# design 1

==> design_1/gate_families.png <==
Scale: 4 px per um.
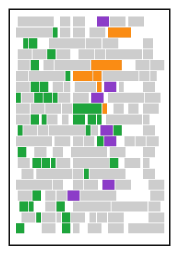

## src/rtl/instr_fetch.sv

```systemverilog
// -----------------------------------------------------------------------------
// instr_fetch
//   Four-state Moore instruction fetch unit. Reads one byte per instruction
//   from program memory at pc, holds it in ir for the decoder, and stops
//   permanently once HALT_OPCODE has been consumed.
//
//   Parameters
//     RESET_PC     PC value loaded on reset
//     HALT_OPCODE  opcode that stops fetching once it is consumed
//
//   Ports
//     clk          single clock, rising edge
//     reset        asynchronous, active-high reset
//     mem_req      program-memory read request (high in REQ)
//     mem_addr     program-memory read address (always equals pc)
//     mem_ack      mem_data valid for the current request
//     mem_data     instruction byte returned by memory
//     stall        downstream busy; holds the issued instruction
//     ir           instruction register feeding the decoder
//     ir_valid     ir holds a newly fetched, unconsumed instruction
//     pc           address of the next instruction to fetch
//     halted       HALT_OPCODE has been consumed
//     instr_count  (INSTR_FETCH_COUNT_EN only) saturating count of
//                  consumed instructions
//
//   Optional feature macro: INSTR_FETCH_COUNT_EN
// -----------------------------------------------------------------------------
module instr_fetch #(
    parameter logic [7:0] RESET_PC    = 8'h00,
    parameter logic [7:0] HALT_OPCODE = 8'hFF
) (
    input  logic        clk,
    input  logic        reset,
    output logic        mem_req,
    output logic [7:0]  mem_addr,
    input  logic        mem_ack,
    input  logic [7:0]  mem_data,
    input  logic        stall,
    output logic [7:0]  ir,
    output logic        ir_valid,
    output logic [7:0]  pc,
    output logic        halted
`ifdef INSTR_FETCH_COUNT_EN
    ,
    output logic [15:0] instr_count
`endif
);

    typedef enum logic [1:0] {
        IDLE  = 2'd0,
        REQ   = 2'd1,
        ISSUE = 2'd2,
        HALT  = 2'd3
    } state_t;

    state_t      state_r;
    state_t      state_next_s;
    logic [7:0]  pc_r;
    logic [7:0]  ir_r;
    logic        fetch_done_s;
    logic        consume_s;

    // State register
    always_ff @(posedge clk or posedge reset) begin
        if (reset) begin
            state_r <= IDLE;
        end else begin
            state_r <= state_next_s;
        end
    end

    // Next-state logic and the fetch/consume strobes used by the datapath
    always_comb begin
        state_next_s = state_r;
        fetch_done_s = 1'b0;
        consume_s    = 1'b0;
        case (state_r)
            IDLE: begin
                state_next_s = REQ;
            end
            REQ: begin
                // An ack in the very first REQ cycle is accepted, giving
                // the two-cycle best-case throughput.
                if (mem_ack) begin
                    fetch_done_s = 1'b1;
                    state_next_s = ISSUE;
                end else begin
                    state_next_s = REQ;
                end
            end
            ISSUE: begin
                if (!stall) begin
                    consume_s    = 1'b1;
                    state_next_s = (ir_r == HALT_OPCODE) ? HALT : REQ;
                end else begin
                    state_next_s = ISSUE;
                end
            end
            HALT: begin
                state_next_s = HALT;
            end
            default: begin
                state_next_s = IDLE;
            end
        endcase
    end

    // PC and instruction register: both change only on a completed fetch,
    // so stalls, halt and ignored acks leave them frozen.
    always_ff @(posedge clk or posedge reset) begin
        if (reset) begin
            pc_r <= RESET_PC;
            ir_r <= 8'h00;
        end else if (fetch_done_s) begin
            pc_r <= pc_r + 8'd1;
            ir_r <= mem_data;
        end else begin
            pc_r <= pc_r;
            ir_r <= ir_r;
        end
    end

`ifdef INSTR_FETCH_COUNT_EN
    logic [15:0] count_r;

    // Saturating count of consumed instructions
    always_ff @(posedge clk or posedge reset) begin
        if (reset) begin
            count_r <= 16'h0000;
        end else if (consume_s && (count_r != 16'hFFFF)) begin
            count_r <= count_r + 16'd1;
        end else begin
            count_r <= count_r;
        end
    end

    assign instr_count = count_r;
`endif

    // Moore outputs decoded from registered state only
    assign mem_req  = (state_r == REQ);
    assign mem_addr = pc_r;
    assign ir_valid = (state_r == ISSUE);
    assign halted   = (state_r == HALT);
    assign ir       = ir_r;
    assign pc       = pc_r;

endmodule
```

## config.mk

```make
export PLATFORM = sky130hd
export DESIGN_NAME = instr_fetch
export DESIGN_NICKNAME = d
export VERILOG_FILES = /design/src/rtl/instr_fetch.sv
export SDC_FILE = /design/constraint.sdc
export NUM_CORES = 1
export LEC_CHECK = 0
export CORE_ASPECT_RATIO = 1.5
export CORE_UTILIZATION = 39
export CTS_CLUSTER_DIAMETER = 100
export DETAILED_ROUTE_END_ITERATION = 10
export PLACE_DENSITY = 0.77
export SLEW_MARGIN = 20
export SYNTH_ARGS = -nofsm -noshare
export SYNTH_HDL_FRONTEND = slang
export SYNTH_SLANG_ARGS = --single-unit
```

## constraint.sdc

```tcl
create_clock -name clk -period 1.23 [get_ports clk]
set_input_delay 0.246 -clock clk [delete_from_list [all_inputs] [get_ports clk]]
set_output_delay 0.246 -clock clk [all_outputs]
set_load 0.005 [all_outputs]
```

# design 2

==> config.mk <==
export PLATFORM = sky130hd
export DESIGN_NAME = instr_fetch_unit
export DESIGN_NICKNAME = d
export VERILOG_FILES = /design/src/rtl/instr_fetch_unit_pkg.sv /design/src/rtl/instr_fetch_unit_pc_reg.sv /design/src/rtl/instr_fetch_unit.sv
export SDC_FILE = /design/constraint.sdc
export NUM_CORES = 1
export LEC_CHECK = 0
export CORE_MARGIN = 2
export CORE_UTILIZATION = 67
export DETAILED_ROUTE_END_ITERATION = 6
export DONT_BUFFER_PORTS = 1
export PLACE_DENSITY = 0.83
export SLEW_MARGIN = 25
export SYNTH_ARGS = -nofsm -noshare
export SYNTH_HDL_FRONTEND = slang
export SYNTH_SLANG_ARGS = --single-unit
==> constraint.sdc <==
create_clock -name clk -period 3.4 [get_ports clk]
set_input_delay 0.68 -clock clk [delete_from_list [all_inputs] [get_ports clk]]
set_output_delay 0.68 -clock clk [all_outputs]
set_load 0.02 [all_outputs]
==> src/rtl/instr_fetch_unit_pkg.sv <==
// Shared constants for the instruction fetch unit: FSM encodings, opcode field
// geometry and the default reset PC.
package instr_fetch_unit_pkg;

   localparam logic [1:0] IFU_IDLE  = 2'd0;
   localparam logic [1:0] IFU_FETCH = 2'd1;
   localparam logic [1:0] IFU_VALID = 2'd2;

   localparam int unsigned IFU_OPCODE_W = 4;
   localparam int unsigned IFU_RESET_PC = 0;

   // Opcode occupies the top IFU_OPCODE_W bits of a 16-bit instruction word.
   function automatic logic [IFU_OPCODE_W-1:0] ifu_opcode16(input logic [15:0] word);
      return word[15 -: IFU_OPCODE_W];
   endfunction

endpackage

==> src/rtl/instr_fetch_unit_pc_reg.sv <==
// Program counter with increment/load and a pending-jump slot that defers
// redirects arriving while a memory read is outstanding.
module pc_reg #(
   parameter int          ADDR_WIDTH = 13,
   parameter int unsigned RESET_PC   = 0
) (
   input  logic                  clk_i,
   input  logic                  rst_ni,
   input  logic                  in_fetch_i,
   input  logic                  mem_ready_i,
   input  logic                  jump_en_i,
   input  logic [ADDR_WIDTH-1:0] jump_target_i,
   output logic [ADDR_WIDTH-1:0] pc_o
);

   logic [ADDR_WIDTH-1:0] pc_q, pc_d;
   logic                  pend_jump_q, pend_jump_d;
   logic [ADDR_WIDTH-1:0] pend_target_q, pend_target_d;
   logic                  fetch_done;

   assign fetch_done = in_fetch_i & mem_ready_i;

   always_comb begin
      pc_d          = pc_q;
      pend_jump_d   = pend_jump_q;
      pend_target_d = pend_target_q;
      if (fetch_done) begin
         // A same-cycle jump beats an older pending one; otherwise step.
         if (jump_en_i) begin
            pc_d = jump_target_i;
         end else if (pend_jump_q) begin
            pc_d = pend_target_q;
         end else begin
            pc_d = pc_q + 1'b1;
         end
         pend_jump_d = 1'b0;
      end else if (in_fetch_i) begin
         // Keep the address stable during the handshake; remember the latest jump.
         if (jump_en_i) begin
            pend_jump_d   = 1'b1;
            pend_target_d = jump_target_i;
         end
      end else if (jump_en_i) begin
         pc_d = jump_target_i;
      end
   end

   always_ff @(posedge clk_i or negedge rst_ni) begin
      if (!rst_ni) begin
         pc_q          <= ADDR_WIDTH'(RESET_PC);
         pend_jump_q   <= 1'b0;
         pend_target_q <= '0;
      end else begin
         pc_q          <= pc_d;
         pend_jump_q   <= pend_jump_d;
         pend_target_q <= pend_target_d;
      end
   end

   assign pc_o = pc_q;

endmodule

==> src/rtl/instr_fetch_unit.sv <==
// Instruction fetch unit: owns the fetch FSM and IR, reads one word per request
// over a ready handshake and hands the opcode to the controller.
module instr_fetch_unit
   import instr_fetch_unit_pkg::*;
#(
   parameter int          ADDR_WIDTH = 13,
   parameter int          DATA_WIDTH = 16,
   parameter int unsigned RESET_PC   = IFU_RESET_PC
) (
   input  logic                    clk,
   input  logic                    rst,
   input  logic                    fetch_start,
   input  logic                    jump_en,
   input  logic [ADDR_WIDTH-1:0]   jump_target,
   output logic                    mem_read,
   output logic [ADDR_WIDTH-1:0]   mem_addr,
   input  logic [DATA_WIDTH-1:0]   mem_rdata,
   input  logic                    mem_ready,
   output logic [DATA_WIDTH-1:0]   instruction,
   output logic [IFU_OPCODE_W-1:0] opcode,
   output logic [ADDR_WIDTH-1:0]   pc,
   output logic                    busy,
   output logic                    instr_valid
);

   logic [1:0]            state_q, state_d;
   logic [DATA_WIDTH-1:0] ir_q, ir_d;
   logic                  in_fetch;
   logic [ADDR_WIDTH-1:0] pc_w;

   assign in_fetch = (state_q == IFU_FETCH);

   pc_reg #(
      .ADDR_WIDTH (ADDR_WIDTH),
      .RESET_PC   (RESET_PC)
   ) u_pc_reg (
      .clk_i         (clk),
      .rst_ni        (rst),
      .in_fetch_i    (in_fetch),
      .mem_ready_i   (mem_ready),
      .jump_en_i     (jump_en),
      .jump_target_i (jump_target),
      .pc_o          (pc_w)
   );

   always_comb begin
      state_d = state_q;
      case (state_q)
         IFU_IDLE:  if (fetch_start) state_d = IFU_FETCH;
         IFU_FETCH: if (mem_ready)   state_d = IFU_VALID;
         IFU_VALID: if (fetch_start) state_d = IFU_FETCH;
         default:   state_d = IFU_IDLE;
      endcase
   end

   // IR only ever captures data on a completed handshake.
   always_comb begin
      ir_d = ir_q;
      if (in_fetch && mem_ready) begin
         ir_d = mem_rdata;
      end
   end

   always_ff @(posedge clk or negedge rst) begin
      if (!rst) begin
         state_q <= IFU_IDLE;
         ir_q    <= '0;
      end else begin
         state_q <= state_d;
         ir_q    <= ir_d;
      end
   end

   assign mem_read    = in_fetch;
   assign busy        = in_fetch;
   assign mem_addr    = pc_w;
   assign pc          = pc_w;
   assign instr_valid = (state_q == IFU_VALID);
   assign instruction = ir_q;
   assign opcode      = ir_q[DATA_WIDTH-1 -: IFU_OPCODE_W];

endmodule

# design 3

$ cat src/rtl/pll_reset_seq_if.sv
// pll_reset_seq_if: PLL lock/reset and staged reset bundle (master drives pll_rst, rst_out, ready, unlock_count; slave drives pll_locked)
interface pll_reset_seq_if #(
  parameter int NUM_STAGES = 4
);
  logic                  pll_locked;
  logic                  pll_rst;
  logic [NUM_STAGES-1:0] rst_out;
  logic                  ready;
  logic [7:0]            unlock_count;
  modport master (input pll_locked, output pll_rst, rst_out, ready, unlock_count);
  modport slave (output pll_locked, input pll_rst, rst_out, ready, unlock_count);
endinterface

$ cat src/rtl/pll_reset_seq.sv
// pll_reset_seq: PLL reset pulsing, lock supervision and staged reset release (clk, rst in; bus: pll_locked in, pll_rst/rst_out/ready/unlock_count out)
module pll_reset_seq #(
  parameter int NUM_STAGES     = 4,
  parameter int SYNC_STAGES    = 2,
  parameter int PLL_RST_CYCLES = 64,
  parameter int LOCK_TIMEOUT   = 1 << 20,
  parameter int LOCK_STABLE    = 4096,
  parameter int STAGE_GAP      = 256
) (
  input logic clk,
  input logic rst,
  pll_reset_seq_if.master bus
);
  localparam int MAXC = PLL_RST_CYCLES > LOCK_TIMEOUT ?
                        (PLL_RST_CYCLES > LOCK_STABLE ? (PLL_RST_CYCLES > STAGE_GAP ? PLL_RST_CYCLES : STAGE_GAP)
                                                      : (LOCK_STABLE > STAGE_GAP ? LOCK_STABLE : STAGE_GAP))
                      : (LOCK_TIMEOUT > LOCK_STABLE ? (LOCK_TIMEOUT > STAGE_GAP ? LOCK_TIMEOUT : STAGE_GAP)
                                                    : (LOCK_STABLE > STAGE_GAP ? LOCK_STABLE : STAGE_GAP));
  localparam int CW = $clog2(MAXC + 1);
  localparam logic [NUM_STAGES-1:0] LAST = NUM_STAGES'(1) << (NUM_STAGES - 1);
  typedef enum logic [2:0] {PLLRST, WAITLOCK, STABLE, REL, RUN} state_t;
  state_t                 state, state_n;
  logic [SYNC_STAGES-1:0] sync;
  logic [CW-1:0]          cnt, cnt_n;
  logic                   locked_s, rel, last, lost;
  assign locked_s = sync[SYNC_STAGES-1];
  assign last = bus.rst_out == LAST;
  always_comb begin
    rel = locked_s && ((state == STABLE && cnt == CW'(LOCK_STABLE - 1)) ||
                       (state == REL && cnt == CW'(STAGE_GAP - 1)));
    lost = (state == REL || state == RUN) && !locked_s;
    state_n = state == PLLRST   ? (cnt == CW'(PLL_RST_CYCLES - 1) ? WAITLOCK : PLLRST)
            : state == WAITLOCK ? (locked_s ? STABLE : cnt == CW'(LOCK_TIMEOUT - 1) ? PLLRST : WAITLOCK)
            : !locked_s         ? WAITLOCK
            : rel               ? (last ? RUN : REL)
            : state;
    cnt_n = (state_n != state || rel) ? '0 : state == RUN ? cnt : cnt + 1'b1;
  end
  always_ff @(posedge clk) begin
    if (rst) begin
      state            <= PLLRST;
      cnt              <= '0;
      sync             <= '0;
      bus.pll_rst      <= 1'b1;
      bus.rst_out      <= '1;
      bus.ready        <= 1'b0;
      bus.unlock_count <= 8'd0;
    end else begin
      state       <= state_n;
      cnt         <= cnt_n;
      sync        <= {sync[SYNC_STAGES-2:0], bus.pll_locked};
      bus.pll_rst <= state_n == PLLRST;
      bus.ready   <= state_n == RUN;
      bus.rst_out <= (state_n == PLLRST || state_n == WAITLOCK || state_n == STABLE) ? '1
                   : rel ? bus.rst_out << 1 : bus.rst_out;
      if (lost && bus.unlock_count != 8'hff) bus.unlock_count <= bus.unlock_count + 8'd1;
    end
  end
endmodule

$ cat src/flat_wrapper.sv
// flat-port wrapper written by rule: the top's interface ports become plain ports
module pll_reset_seq_flat 
#(
  parameter int NUM_STAGES     = 4,
  parameter int SYNC_STAGES    = 2,
  parameter int PLL_RST_CYCLES = 64,
  parameter int LOCK_TIMEOUT   = 1 << 20,
  parameter int LOCK_STABLE    = 4096,
  parameter int STAGE_GAP      = 256
)
  (clk, rst, bus_pll_locked, bus_pll_rst, bus_rst_out, bus_ready, bus_unlock_count);
  pll_reset_seq_if #(.NUM_STAGES(NUM_STAGES)) bus_i ();
  input logic clk;
  input logic rst;
  input wire logic [$bits(bus_i.pll_locked)-1:0] bus_pll_locked;
  output wire logic [$bits(bus_i.pll_rst)-1:0] bus_pll_rst;
  output wire logic [$bits(bus_i.rst_out)-1:0] bus_rst_out;
  output wire logic [$bits(bus_i.ready)-1:0] bus_ready;
  output wire logic [$bits(bus_i.unlock_count)-1:0] bus_unlock_count;
  assign bus_i.pll_locked = bus_pll_locked;
  assign bus_pll_rst = bus_i.pll_rst;
  assign bus_rst_out = bus_i.rst_out;
  assign bus_ready = bus_i.ready;
  assign bus_unlock_count = bus_i.unlock_count;
  pll_reset_seq #(.NUM_STAGES(NUM_STAGES), .SYNC_STAGES(SYNC_STAGES), .PLL_RST_CYCLES(PLL_RST_CYCLES), .LOCK_TIMEOUT(LOCK_TIMEOUT), .LOCK_STABLE(LOCK_STABLE), .STAGE_GAP(STAGE_GAP)) u_core (.clk(clk), .rst(rst), .bus(bus_i));
endmodule
$ cat config.mk
export PLATFORM = sky130hd
export DESIGN_NAME = pll_reset_seq_flat
export DESIGN_NICKNAME = d
export VERILOG_FILES = /design/src/rtl/pll_reset_seq_if.sv /design/src/rtl/pll_reset_seq.sv /design/src/flat_wrapper.sv
export SDC_FILE = /design/constraint.sdc
export NUM_CORES = 1
export LEC_CHECK = 0
export CAP_MARGIN = 30
export CORE_ASPECT_RATIO = 0.7
export CORE_MARGIN = 2
export CORE_UTILIZATION = 40
export CTS_BUF_LIST = sky130_fd_sc_hd__clkbuf_4 sky130_fd_sc_hd__clkbuf_8
export DETAILED_ROUTE_END_ITERATION = 16
export DONT_BUFFER_PORTS = 1
export PLACE_DENSITY_LB_ADDON = 0.12
export SLEW_MARGIN = 10
export SYNTH_ARGS = -nofsm -noshare
export SYNTH_HDL_FRONTEND = slang
export SYNTH_SLANG_ARGS = --single-unit
$ cat constraint.sdc
create_clock -name clk -period 2.25 [get_ports clk]
set_input_delay 0.45 -clock clk [delete_from_list [all_inputs] [get_ports clk]]
set_output_delay 0.45 -clock clk [all_outputs]
set_load 0.005 [all_outputs]
# design 4

`src/rtl/svmscore_capture.sv`:
```
// svmscore_capture: sink for the per-window signed SVM score stream.
// Tracks window column/row within a frame, pushes above-threshold scores
// into a detection FIFO and exposes control, status and the FIFO through a
// small Avalon-MM register slave.
module svmscore_capture #(
  parameter int IN_SIZE       = 32,
  parameter int NCOLS         = 10,
  parameter int NROWS         = 44,
  parameter int FIFO_DEPTH    = 16,
  parameter int CLK_PROC_FREQ = 48
) (
  input  logic               clk_proc,
  input  logic               reset_n,
  input  logic               in_fv,
  input  logic               in_dv,
  input  logic [IN_SIZE-1:0] in_data,
  input  logic [1:0]         addr_rel_i,
  input  logic               wr_i,
  input  logic [31:0]        datawr_i,
  input  logic               rd_i,
  output logic [31:0]        datard_o,
  output logic               det_irq_o
);

  localparam int CW = $clog2(NCOLS);
  localparam int PW = $clog2(FIFO_DEPTH);
  localparam int LW = PW + 1;
  localparam logic [CW-1:0] COL_LAST = CW'(NCOLS - 1);
  localparam logic [6:0]    ROW_END  = 7'(NROWS);
  localparam logic [LW-1:0] LVL_FULL = LW'(FIFO_DEPTH);
  localparam logic signed [IN_SIZE-1:0] SAT_MAX = IN_SIZE'(32767);
  localparam logic signed [IN_SIZE-1:0] SAT_MIN = IN_SIZE'(-32768);

  localparam logic [1:0] A_SCR    = 2'd0;
  localparam logic [1:0] A_THRESH = 2'd1;
  localparam logic [1:0] A_STATUS = 2'd2;
  localparam logic [1:0] A_DET    = 2'd3;

  // registered state
  logic          en_q, clr_q, irq_en_q;
  logic [31:0]   thresh_q;
  logic          ovf_q, ferr_q;
  logic [15:0]   fcnt_q;
  logic [CW-1:0] col_q;
  logic [6:0]    row_q;
  logic          armed_q, fv_q;
  logic [PW-1:0] wptr_q, rptr_q;
  logic [LW-1:0] lvl_q;
  logic [31:0]   datard_q;
  logic [31:0]   mem_q [FIFO_DEPTH];

  // next-state
  logic          en_d, clr_d, irq_en_d;
  logic [31:0]   thresh_d;
  logic          ovf_d, ferr_d;
  logic [15:0]   fcnt_d;
  logic [CW-1:0] col_d;
  logic [6:0]    row_d;
  logic          armed_d;
  logic [PW-1:0] wptr_d, rptr_d;
  logic [LW-1:0] lvl_d;
  logic [31:0]   datard_d;

  // decode
  logic        rd_en, wr_scr, wr_thr, flush;
  logic        fv_rise, fv_fall, dv_ok, beyond, hit;
  logic        full, empty, push, pop, ovf_set;
  logic [15:0] sat;
  logic [31:0] rec, status;

  // Strobe decode, frame edges, detection and FIFO push/pop arbitration.
  // A write wins over a simultaneous read, so a clear can never meet a pop.
  always_comb begin
    rd_en   = rd_i & ~wr_i;
    wr_scr  = wr_i & (addr_rel_i == A_SCR);
    wr_thr  = wr_i & (addr_rel_i == A_THRESH);
    flush   = wr_scr & datawr_i[1];
    fv_rise = in_fv & ~fv_q;
    fv_fall = ~in_fv & fv_q;
    dv_ok   = in_fv & in_dv & armed_q & en_q;
    beyond  = (row_q >= ROW_END);
    hit     = dv_ok & ~beyond & ($signed(in_data) > $signed(thresh_q));
    full    = (lvl_q == LVL_FULL);
    empty   = (lvl_q == '0);
    pop     = rd_en & (addr_rel_i == A_DET) & ~empty;
    push    = hit & ~flush & (~full | pop);
    ovf_set = hit & ~flush & full & ~pop;
  end

  // Detection record: saturated score plus window position.
  always_comb begin
    sat = in_data[15:0];
    if ($signed(in_data) > SAT_MAX)      sat = 16'h7FFF;
    else if ($signed(in_data) < SAT_MIN) sat = 16'h8000;
    rec = {1'b1, row_q, {(8 - CW){1'b0}}, col_q, sat};
  end

  // STATUS word assembly.
  always_comb begin
    status         = '0;
    status[LW-1:0] = lvl_q;
    status[8]      = ovf_q;
    status[9]      = ferr_q;
    status[31:16]  = fcnt_q;
  end

  // Next-state for registers, window counters, frame tracking and FIFO pointers.
  always_comb begin
    en_d     = en_q;
    irq_en_d = irq_en_q;
    clr_d    = flush;
    thresh_d = thresh_q;
    ovf_d    = ovf_q | ovf_set;
    ferr_d   = ferr_q | (dv_ok & beyond);
    fcnt_d   = fcnt_q;
    col_d    = col_q;
    row_d    = row_q;
    armed_d  = armed_q;
    wptr_d   = wptr_q;
    rptr_d   = rptr_q;
    lvl_d    = lvl_q + LW'(push) - LW'(pop);
    datard_d = datard_q;

    if (wr_scr) begin
      en_d     = datawr_i[0];
      irq_en_d = datawr_i[2];
    end
    if (wr_thr) thresh_d = datawr_i;

    if (fv_rise) begin
      armed_d = 1'b1;
      col_d   = '0;
      row_d   = '0;
    end else if (dv_ok & ~beyond) begin
      if (col_q == COL_LAST) begin
        col_d = '0;
        row_d = row_q + 7'd1;
      end else begin
        col_d = col_q + CW'(1);
      end
    end

    if (fv_fall) begin
      armed_d = 1'b0;
      if (armed_q) fcnt_d = fcnt_q + 16'd1;
    end

    if (push) wptr_d = wptr_q + PW'(1);
    if (pop)  rptr_d = rptr_q + PW'(1);

    if (rd_en) begin
      case (addr_rel_i)
        A_SCR:    datard_d = {29'd0, irq_en_q, clr_q, en_q};
        A_THRESH: datard_d = thresh_q;
        A_STATUS: datard_d = status;
        default:  datard_d = empty ? 32'd0 : mem_q[rptr_q];
      endcase
    end

    if (flush) begin
      armed_d = 1'b0;
      fcnt_d  = '0;
      ovf_d   = 1'b0;
      ferr_d  = 1'b0;
      lvl_d   = '0;
      wptr_d  = '0;
      rptr_d  = '0;
    end
  end

  // State registers. fv_q resets high so an in_fv still asserted after a
  // mid-frame reset is not mistaken for a new frame start.
  always_ff @(posedge clk_proc) begin
    if (!reset_n) begin
      en_q     <= 1'b0;
      clr_q    <= 1'b0;
      irq_en_q <= 1'b0;
      thresh_q <= '0;
      ovf_q    <= 1'b0;
      ferr_q   <= 1'b0;
      fcnt_q   <= '0;
      col_q    <= '0;
      row_q    <= '0;
      armed_q  <= 1'b0;
      fv_q     <= 1'b1;
      wptr_q   <= '0;
      rptr_q   <= '0;
      lvl_q    <= '0;
      datard_q <= '0;
    end else begin
      en_q     <= en_d;
      clr_q    <= clr_d;
      irq_en_q <= irq_en_d;
      thresh_q <= thresh_d;
      ovf_q    <= ovf_d;
      ferr_q   <= ferr_d;
      fcnt_q   <= fcnt_d;
      col_q    <= col_d;
      row_q    <= row_d;
      armed_q  <= armed_d;
      fv_q     <= in_fv;
      wptr_q   <= wptr_d;
      rptr_q   <= rptr_d;
      lvl_q    <= lvl_d;
      datard_q <= datard_d;
    end
  end

  // FIFO storage; validity is tracked by the level, so no reset is needed.
  always_ff @(posedge clk_proc) begin
    if (push) mem_q[wptr_q] <= rec;
  end

  assign datard_o  = datard_q;
  assign det_irq_o = irq_en_q & (lvl_q != '0);

endmodule

```
`config.mk`:
```
export PLATFORM = sky130hd
export DESIGN_NAME = svmscore_capture
export DESIGN_NICKNAME = d
export VERILOG_FILES = /design/src/rtl/svmscore_capture.sv
export SDC_FILE = /design/constraint.sdc
export NUM_CORES = 1
export LEC_CHECK = 0
export ABC_CLOCK_PERIOD_IN_PS = 3200
export CORE_MARGIN = 4
export CORE_UTILIZATION = 51
export CTS_CLUSTER_DIAMETER = 80
export DETAILED_ROUTE_END_ITERATION = 10
export PLACE_DENSITY = 0.81
export SYNTH_ARGS = -nofsm -noshare
export SYNTH_HDL_FRONTEND = slang
export SYNTH_SLANG_ARGS = --single-unit
export TNS_END_PERCENT = 30
```
`constraint.sdc`:
```
create_clock -name clk_proc -period 3.2 [get_ports clk_proc]
set_input_delay 0.32 -clock clk_proc [delete_from_list [all_inputs] [get_ports clk_proc]]
set_output_delay 0.32 -clock clk_proc [all_outputs]
set_load 0.05 [all_outputs]
```
# design 5

**src/rtl/strassen_result_drain.sv**
```systemverilog
// Result-matrix drain: streams the product buffer row-major over valid/ready
// with row/matrix markers and a running checksum.
module strassen_result_drain #(
  parameter int MAT_SIZE      = 256,
  parameter int ELEM_BITWIDTH = 8,
  parameter int ACC_BITWIDTH  = 2*ELEM_BITWIDTH+$clog2(MAT_SIZE),
  parameter int ADDR_W        = 2*$clog2(MAT_SIZE)
) (
  input  logic                    fast_clk,
  input  logic                    rst,
  input  logic                    done_final,
  output logic                    rd_en,
  output logic [ADDR_W-1:0]       rd_addr,
  input  logic [ACC_BITWIDTH-1:0] rd_data,
  output logic                    out_valid,
  input  logic                    out_ready,
  output logic [ACC_BITWIDTH-1:0] out_data,
  output logic                    out_row_last,
  output logic                    out_last,
  output logic                    busy,
  output logic                    drain_done,
  output logic [31:0]             checksum,
  output logic                    restart_err
);

  localparam int LG = $clog2(MAT_SIZE);

  typedef enum logic [1:0] {
    IDLE,
    DRAIN,
    FLUSH,
    DONE
  } state_t;

  typedef struct packed {
    logic [ACC_BITWIDTH-1:0] data;
    logic                    row_last;
    logic                    last;
  } ent_t;

  state_t            state, state_nx;
  logic [ADDR_W-1:0] addr_q;
  logic              pend_q;
  logic              pend_row_last_q;
  logic              pend_last_q;
  ent_t              fifo_q [2];
  logic              wr_ptr_q;
  logic              rd_ptr_q;
  logic [1:0]        cnt_q;
  logic [1:0]        credit;
  ent_t              head;
  logic              pop;
  logic              issue;
  logic              start;
  logic              col_end;
  logic              mat_end;

  assign head      = fifo_q[rd_ptr_q];
  assign out_valid = (cnt_q != 2'd0);
  assign pop       = out_valid & out_ready;
  assign col_end   = (addr_q[LG-1:0] == {LG{1'b1}});
  assign mat_end   = (addr_q == {ADDR_W{1'b1}});

  // In-flight read plus buffered entries, minus the slot freed this cycle.
  assign credit = {1'b0, pend_q} + cnt_q - {1'b0, pop};
  assign issue  = (state == DRAIN) && (credit < 2'd2);

  always_comb begin
    state_nx = state;
    start    = 1'b0;
    unique case (state)
      IDLE: begin
        if (done_final) begin
          state_nx = DRAIN;
          start    = 1'b1;
        end
      end
      DRAIN: if (issue && mat_end) state_nx = FLUSH;
      FLUSH: if (pop && head.last) state_nx = DONE;
      DONE:  state_nx = IDLE;
      default: state_nx = IDLE;
    endcase
  end

  always_ff @(posedge fast_clk) begin
    if (rst) begin
      state           <= IDLE;
      addr_q          <= '0;
      pend_q          <= 1'b0;
      pend_row_last_q <= 1'b0;
      pend_last_q     <= 1'b0;
      fifo_q[0]       <= '0;
      fifo_q[1]       <= '0;
      wr_ptr_q        <= 1'b0;
      rd_ptr_q        <= 1'b0;
      cnt_q           <= 2'd0;
      checksum        <= 32'd0;
      restart_err     <= 1'b0;
    end else begin
      state <= state_nx;
      if (start)      addr_q <= '0;
      else if (issue) addr_q <= addr_q + 1'b1;
      pend_q          <= issue;
      pend_row_last_q <= issue & col_end;
      pend_last_q     <= issue & mat_end;
      if (pend_q) begin
        fifo_q[wr_ptr_q] <= ent_t'{
          data:     rd_data,
          row_last: pend_row_last_q,
          last:     pend_last_q
        };
        wr_ptr_q <= ~wr_ptr_q;
      end
      if (pop) rd_ptr_q <= ~rd_ptr_q;
      cnt_q <= cnt_q + {1'b0, pend_q} - {1'b0, pop};
      if (start)    checksum <= 32'd0;
      else if (pop) checksum <= checksum + 32'(head.data);
      if (done_final && (state != IDLE)) restart_err <= 1'b1;
    end
  end

  assign rd_en        = issue;
  assign rd_addr      = addr_q;
  assign out_data     = head.data;
  assign out_row_last = head.row_last;
  assign out_last     = head.last;
  assign busy         = (state != IDLE);
  assign drain_done   = (state == DONE);

endmodule

```
**config.mk**
```make
export PLATFORM = sky130hd
export DESIGN_NAME = strassen_result_drain
export DESIGN_NICKNAME = d
export VERILOG_FILES = /design/src/rtl/strassen_result_drain.sv
export SDC_FILE = /design/constraint.sdc
export NUM_CORES = 1
export LEC_CHECK = 0
export CAP_MARGIN = 10
export CORE_MARGIN = 3
export CORE_UTILIZATION = 49
export CTS_BUF_LIST = sky130_fd_sc_hd__clkbuf_2
export DETAILED_ROUTE_END_ITERATION = 7
export GPL_TIMING_DRIVEN = 0
export HOLD_SLACK_MARGIN = 0.03
export PLACE_DENSITY = 0.78
export SYNTH_ARGS = -nofsm -noshare
export SYNTH_HDL_FRONTEND = slang
export SYNTH_SLANG_ARGS = --single-unit
```
**constraint.sdc**
```tcl
create_clock -name fast_clk -period 3.6 [get_ports fast_clk]
set_clock_uncertainty 0.1 [all_clocks]
set_input_delay 0.36 -clock fast_clk [delete_from_list [all_inputs] [get_ports fast_clk]]
set_output_delay 0.36 -clock fast_clk [all_outputs]
set_load 0.01 [all_outputs]
```
==> design_3/final_clocks.png <==
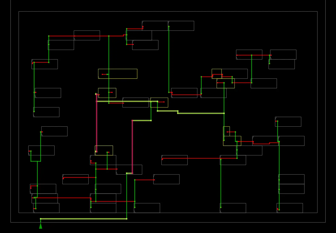
Insertion Delay late pin: 0.29 ns
Clk. pwr: 577 uW
CTS Buf Count: 5
clock buffers: 5
clk_skew: 0.00774 ns

==> flow_summary.yaml, design 3 <==
# physical design summary
worst_setup_path:
  worstSetupEndpoint: "u_core.cnt[20]$_SDFFE_PP0P_"
  cp_num_buf_inv: 1
  r2r_start: "u_core.cnt[17]$_SDFFE_PP0P_"
  rr_endpoint: "u_core.cnt[20]$_SDFFE_PP0P_"
  critPathTopFamily: "simple AND/OR/NAND/NOR gates"
power:
  power.group.top: "sequential cells"
  power_uw: 1330
  power_frac_clock_pct: 43.4
timing:
  worst_slew_margin_rel_pct: 65.0
  rsz0062_at_grt: "false"
  finalMaxSlewViolations: 0
  tightest_slew_ns: 0.520
placed_design:
  hpwl_um: 2890
  dpl_cell_area_um2: 2150
  gp_congestion: 0.748
routing:
  top_layer_used: "met4"
synth:
  xor_share_pct: 11.6
run_status:
  status: "finished clean"
final_layout:
  reg.largest.list: "u_core.cnt x21, u_core.bus.unlock_count x8, u_core.bus.rst_out x4"
  mostFrequentLayoutCell: "dfxtp_1"
  largest_reg_flops: 21
  mostFrequentLayoutCells: "dfxtp_1 (40), xor2_1 (22), nor3_2 (18)"
  finalCoreUtilization_pct: 46.8
floorplan:
  num_rows: 21
cts:
  clkTransAtPathRegs_ns: 0.08
  cts_sinks: 40
hold_path:
  hp-class: "in2reg"
-- design 3: final cells by class --
cell class	instances	area (um2)	share of cell area [%]
Clock buffer	5	68.8	3.04
Sequential cell	40	801	35.4
Multi-Input combinational cell	159	1150	51.0
Tap cell	69	86.3	3.81
Timing Repair Buffer	9	92.6	4.09
Inverter	5	18.8	0.829
Clock inverter	3	42.5	1.88
-- design 3: repair_timing --
action | in CTS | in global routing
hold buffers | 0 | 0
endpoints found under the hold margin | 0 | 0
endpoints found under the setup margin | 0 | 4
gates resized | 0 | 1
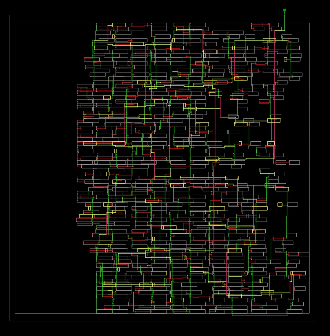
(design_4/final_clocks.png)
Clk. pwr: 6230 uW
CTS Buf Count: 51
Clock Sinks: 547
clock buffers: 75

==> flow_summary.yaml, design 4 <==
# physical design summary
synth:
  fa_ha_area_share_pct: 2.65
  top_logic_kind: "multiplexers"
  ys_seq_share_pct: 68.0
  syn_area_per_cell_um2: 16.4
  top_cell: "edfxtp_1"
  synth_area_um2: 22500
  simple_gate_share_pct: 6.23
  synthCells: 1369
  ys_ff: 547
final_layout:
  fin_area_um2: 27600
  drive_gt1_share_pct: 26.7
  buffer_area_share_pct: 9.56
  num-fill-cells: 2834
  logic_area_um2: 7020
  mostFrequentLayoutCell: "edfxtp_1"
  n_antenna_cell: 0
  sh_seq_area_pct: 55.5
worst_setup_path:
  critPathArrivalTime_ns: 3.95
  crit_cells: 19
  cp-end-kind: "flip-flop"
  startpoint_type: "flip-flop"
  ff2ff_path_depth: 19
  r2r_start: "thresh_q[1]$_SDFFE_PN0P_"
floorplan:
  die_x_um: 218
  ios: 105
  die-area_um2: 47500
timing:
  layout_min_cycle_time_ns: 3.45
  fmax_ghz: 0.290
  rsz0062_at_grt: "true"
  setup_ws_ns: -0.248
  setup_viol: 3
  skew_ns: 0.0245
cts:
  cts_resized: 12
  postCtsHoldBufs: 0
  clkTransAtPathRegs_ns: 0.07
routing:
  wl_per_cell_um: 28.9
  drt_iter0_markers: 2133
  drc_errors: 0
  ant_nets: 0
  dr.pass1.iters: 7
  vias: 14240
power:
  swShare_pct: 22.1
  comb_power_share_pct: 6.8
  intPower_uw: 11700
  p_comb_uw: 1010
placed_design:
  port_buffers: 104
  hpwl_um: 33600
global_routing:
  grt_use_met3_pct: 4.72
  met2_usage_pct: 40.9
  grt_start_max_net_pins: 59
run_status:
  status: "complete, but fails checks"
  violations: "negative setup slack"
hold_path:
  hp-class: "in2reg"
==> design 4: per-stage QoR <==
stage	total power, uW	hold WS [ns]	utilization, %	instances
3_3_place_gp	8760	0.482	58.3	2126
2_1_floorplan	8410	0.421	-	1369
4_1_cts	14900	0.292	62.4	2223
3_5_place_dp	8780	0.493	58.3	2126
5_1_grt	15400	0.319	63.6	2237
6_report	15000	0.299	63.6	2237
==> design 4: registers in the layout, summed over array words and instances, names as in the netlist, 4 cells and up, named ones only <==
signal / flops
mem_q: 432
datard_o: 32
thresh_q: 32
fcnt_q: 16
row_q: 7
lvl_q: 5
col_q: 4
rptr_q: 4
wptr_q: 4
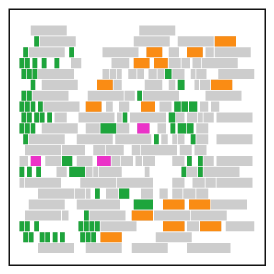
(design_2/gate_families.png)
Scale: 4 px per um.
green -> NAND gates  # cells 70, most used nand2_1, where all over the die
magenta -> AND-OR and OR-AND gates  # cells 3
orange -> multiplexers  # cells 15, most used mux2_4
dominant logic cell type in the layout: nand2_1
fraction of area in multi-input gates: 44.3%
Finished Layout Cells: 259

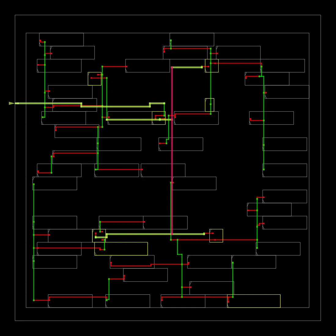
(design_2/final_clocks.png)
registers: 45
Insertion Delay late pin: 0.37 ns
Clock Sinks: 45

==> flow_summary.yaml, design 2 <==
# physical design summary
synth:
  common_cells: "nand2_1 (57), dfrtp_1 (45), buf_4 (18), mux2_4 (8), nor2_1 (8)"
  synth_area_um2: 2380
  ff_type: "dfrtp_1"
  top_cell: "nand2_1"
  ys_cells: 231
timing:
  tightest_slew_ns: 0.824
  layout_min_cycle_time_ns: 2.13
  fmax_ghz: 0.470
routing:
  top_layer_used: "met4"
floorplan:
  ios: 83
power:
  p_switching_uw: 919
  intPower_uw: 1210
  swShare_pct: 43.1
  max-vdd-ir-drop_mv: 0.568
  pg_clk_uw: 406
final_layout:
  dominant_cells: "sequential cells"
  mostFrequentLayoutCells: "nand2_1 (57), dfrtp_1 (45), mux2_4 (8), nor2_1 (8)"
  logic_area_um2: 1040
  logic_gate_count: 157
  nNonClkInverters: 2
worst_setup_path:
  critPathMaxFanout: 8
  path_cells: "and2b_1"
  critPathTopFamily: "simple AND/OR/NAND/NOR gates"
global_routing:
  grt.overflow.total: 0
  grt_pass1_wl_um: 7950
  grt_start_max_net_pins: 46
job:
  warnings: 26
  cap_violations: 0
cts:
  cts_resized: 0
run_status:
  status: "finished clean"
design 2: cells by family (layout without fill, tap and decap cells):
logic type	after synthesis	count (layout)	share of synthesized area, %
AOI/OAI and AO/OA	34	34	10.7
muxes	15	15	8.25
xor gates and xnor gates	8	8	2.94
buffers and inverters	29	11	8.83
and+or+nand+nor	99	99	21.4
adders and majority gates	1	1	0.526
DFF	45	45	47.3
design 2: routing by layer:
| metal | track usage, % | vias up |
|---|---|---|
| li1 | - | 751 |
| met4 | 7.61 | 0 |
| met2 | 42.4 | 68 |
| met5 | 0 | - |
| met1 | 29.6 | 764 |
| met3 | 10.5 | 5 |
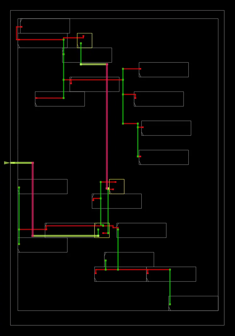
(design_1/final_clocks.png)
clock buffers: 3
Clk. pwr: 297 uW

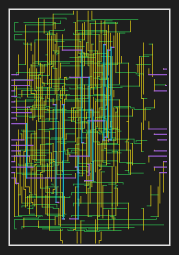
(design_1/metal_stack.png)
Scale: 4 px per um.
purple -> met3  # wire length 129 um
green -> met1  # wire length 1,090 um
cyan -> met4  # wire length 212 um
yellow -> met2  # wire length 1,630 um

Notes on design_1/gate_families.png above:
green -> NAND gates  # cells 36, most used nand2_2
orange -> NOR gates  # cells 6, most used nor2_1, where top center
purple -> XOR/XNOR gates  # cells 7, most used xnor2_1
fraction of area in multi-input gates: 24.4%
dominant logic cell type in the layout: buf_4
Finished Layout Cells: 179

==> flow_summary.yaml, design 1 <==
# physical design summary
run_status:
  status: "complete, but fails checks"
  violations: "negative setup slack"
timing:
  setup_viol: 21
  setup_ws_ns: -0.162
  finalHoldViolCount: 0
synth:
  synthCells: 85
  ys_top_cells_by_area: "dfrtp_1 (54%), nand2_1 (13%), buf_4 (7.2%)"
  synth_area_um2: 835
  yosys_area_um2: 835
  synth_nets: 98
placed_design:
  pre_cts_slack_ns: -0.223
cts:
  clockRootBuffer: "clkbuf_4"
  cts_resized: 59
global_routing:
  grtUsageTotal_pct: 23.0
  antenna_found_initial: 0
job:
  cap_violations: 0
final_layout:
  dominant_cells: "buffers"
worst_setup_path:
  worstSetupEndpoint: "mem_addr[4]$_DFFE_PP0P_"
floorplan:
  num_rows: 20
-- design 1: cell families after synthesis --
logic type	count (synthesis)	share of synthesized area [%]
AND-OR/OR-AND	3	2.25
adder cells (fa/ha/maj)	1	1.50
XOR/XNOR	7	7.35
AND/OR/NAND/NOR	44	25.6
flip-flops	18	54.0
buffers and inverters	12	9.30
-- design 1: power by group --
group          total [uW]  internal, uW  switching, uW
clock                 297           114            183
sequential            887           769            118
combinational        1230           716            512
-- design 1: critical path, delay by kind of cell, from the launching register on --
family | cells | cell delay, ns
simple gates | 2 | 0.43
xor+xnor | 1 | 0.19
buf+inv | 2 | 0.25
flops | 1 | 0.43
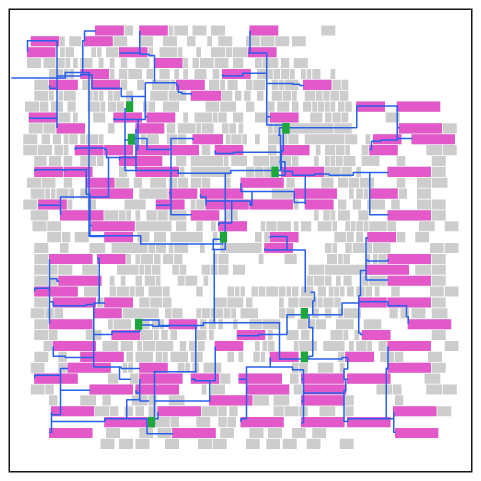
(design_5/clock_map.png)
Scale: 4 px per um.
magenta -> flip-flops  # count 111
blue -> clock wires  # length 1,370 um
green -> cells driving clock nets  # count 9
flops lie = all over the die
routed clock nets = 10
clock power share: 16.2%
Clk. pwr: 603 uW
Insertion Delay late pin: 0.62 ns

==> flow_summary.yaml, design 5 <==
# physical design summary
final_layout:
  comb_area_share_pct: 41.0
  mostFrequentLayoutCells: "clkdlybuf4s50_1 (104), nand2_1 (64), dfxtp_1 (56)"
  fin_area_um2: 7460
  drive_gt1_share_pct: 10.8
  final_cells: 872
  nNonClkInverters: 16
  signal_buffers: 140
  largest_reg_flops: 52
  syn2layout_area_growth_pct: 27.4
  buffer_area_share_pct: 17.3
power:
  max-vdd-ir-drop_mv: 0.212
  p_per_area_nw_per_um2: 498
  pg_seq_uw: 1560
  power_uw: 3710
  swShare_pct: 36.1
  p_leak_uw: 0.00282
routing:
  vias: 5015
  drc_errors: 0
  drt-total-wl_um: 15000
  ant_nets: 0
  wl_per_cell_um: 17.2
  dr.pass1.iters: 8
synth:
  ys_ff: 111
  async_flop_share_pct: 0
  yosysTopAreaCell: "edfxtp_1"
  synth-warning-count: 0
  fa_ha_area_share_pct: 6.97
  common_cells: "nand2_1 (65), dfxtp_1 (59), and2_1 (55), edfxtp_1 (52), a21oi_1 (46)"
  top_cell: "nand2_1"
  ff_type: "dfxtp_1"
  edf_count: 52
  xor_share_pct: 4.73
  ys_top_cells_by_area: "edfxtp_1 (27%), dfxtp_1 (20%), ha_1 (6.6%)"
  ys_sh_mux_pct: 5.52
  synth_nets: 658
cts:
  postCtsHoldBufs: 1
  cts_buffers: 9
  cts_resized: 14
global_routing:
  grtUsageTotal_pct: 22.5
  grt_pass1_wl_um: 23700
timing:
  tightest_slew_ns: 1.04
  setup_ws_ns: -0.0468
  setup_viol: 4
  layout_min_cycle_time_ns: 3.65
  finalHoldViolCount: 0
  period_used_pct: 101
  finalMaxSlewViolations: 0
  rsz0062_at_grt: "true"
  holdWs_ns: 0.286
  fmax_ghz: 0.274
  fin_setup_tns_ns: -0.168
worst_setup_path:
  cp.required_ns: 4.03
  cp_slowest_cell: "dfxtp_4"
  worstSetupEndpoint: "checksum[30]$_SDFFE_PP0P_"
  critPathMaxFanout: 8
  critPathArrivalTime_ns: 4.07
  startpoint_type: "flip-flop"
job:
  cap_violations: 0
  warnings: 30
floorplan:
  fp_util_pct: 50.6
  die-area_um2: 13300
  core_um2: 11600
  tapCellCount: 143
  ios: 107
placed_design:
  dpl_cell_area_um2: 7080
  place_inst: 846
run_status:
  violations: "negative setup slack"
  status: "complete, but fails checks"
hold_path:
  hold_path_end: "fifo_q[1][4]$_SDFFCE_PN0P_"
[design 5: metal layers]
layer	track usage [%]	share of wire [%]
met1	29.6	44
met2	37.7	49
met3	4.21	6.0
met4	7.04	1.6
met5	0	0
[design 5: critical path, delay by kind of cell (launching register included)]
| family | cells | cell delay, ns |
|---|---|---|
| AND-OR/OR-AND | 6 | 1.89 |
| flip-flops | 1 | 0.51 |
| adder cells (fa/ha/maj) | 2 | 0.51 |
| multiplexers | 1 | 0.34 |
| AND/OR/NAND/NOR | 1 | 0.19 |

==> screenshots <==
The metal 3 layer.
panel A
Scale: 2 px per um.
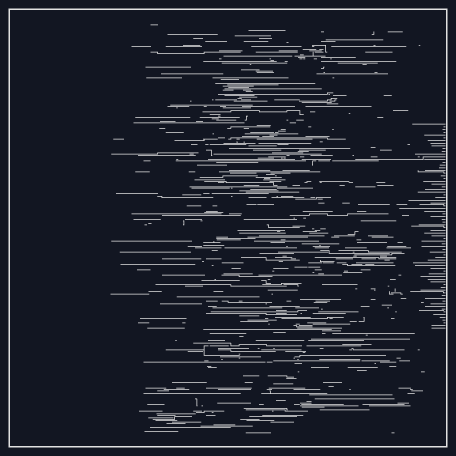
panel B
Scale: 6 px per um.
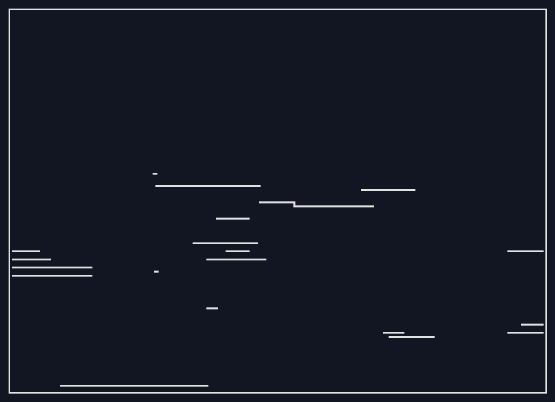
panel C
Scale: 8 px per um.
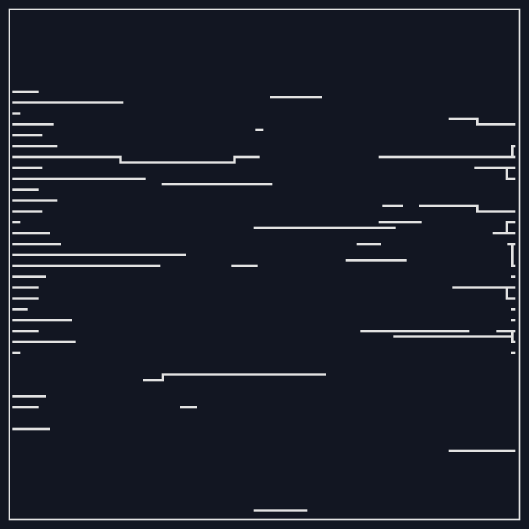
panel D
Scale: 8 px per um.
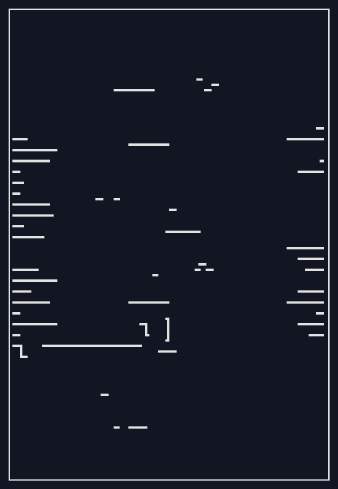
panel E
Scale: 4 px per um.
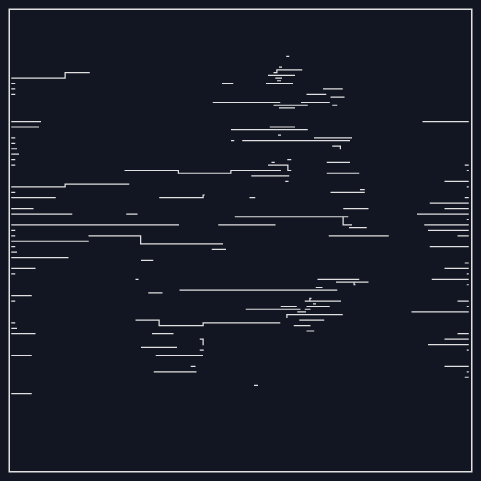
Panel D comes from design 1.
Panel A comes from design 4.
Panel E comes from design 5.
Panel B comes from design 3.
Panel C comes from design 2.



==> notes/layouts.md <==
Pictures saved along the way, in no particular order.

Signal wires by layer.
picture 1
Scale: 2 px per um.
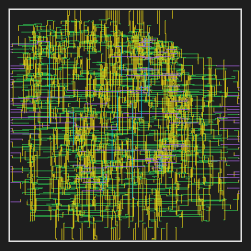
picture 2
Scale: 1 px per um.
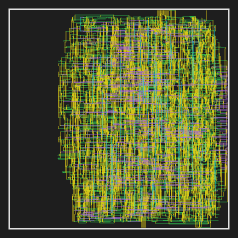
picture 3
Scale: 3 px per um.
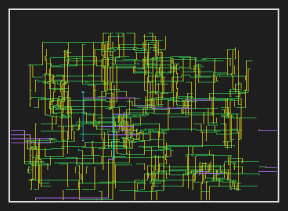
picture 4
Scale: 4 px per um.
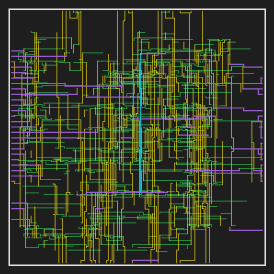
| from | picture |
|---|---|
| design 4 | picture 2 |
| design 5 | picture 1 |
| design 2 | picture 4 |
| design 3 | picture 3 |
Of these, largest die: picture 2
Of these, most wire: picture 2

Key to picture 4:
cyan -> met4  # wire length 51.7 um
green -> met1  # wire length 1,880 um
purple -> met3  # wire length 381 um
yellow -> met2  # wire length 2,430 um

No activity file was given, so power comes from the tool's default toggle rates.
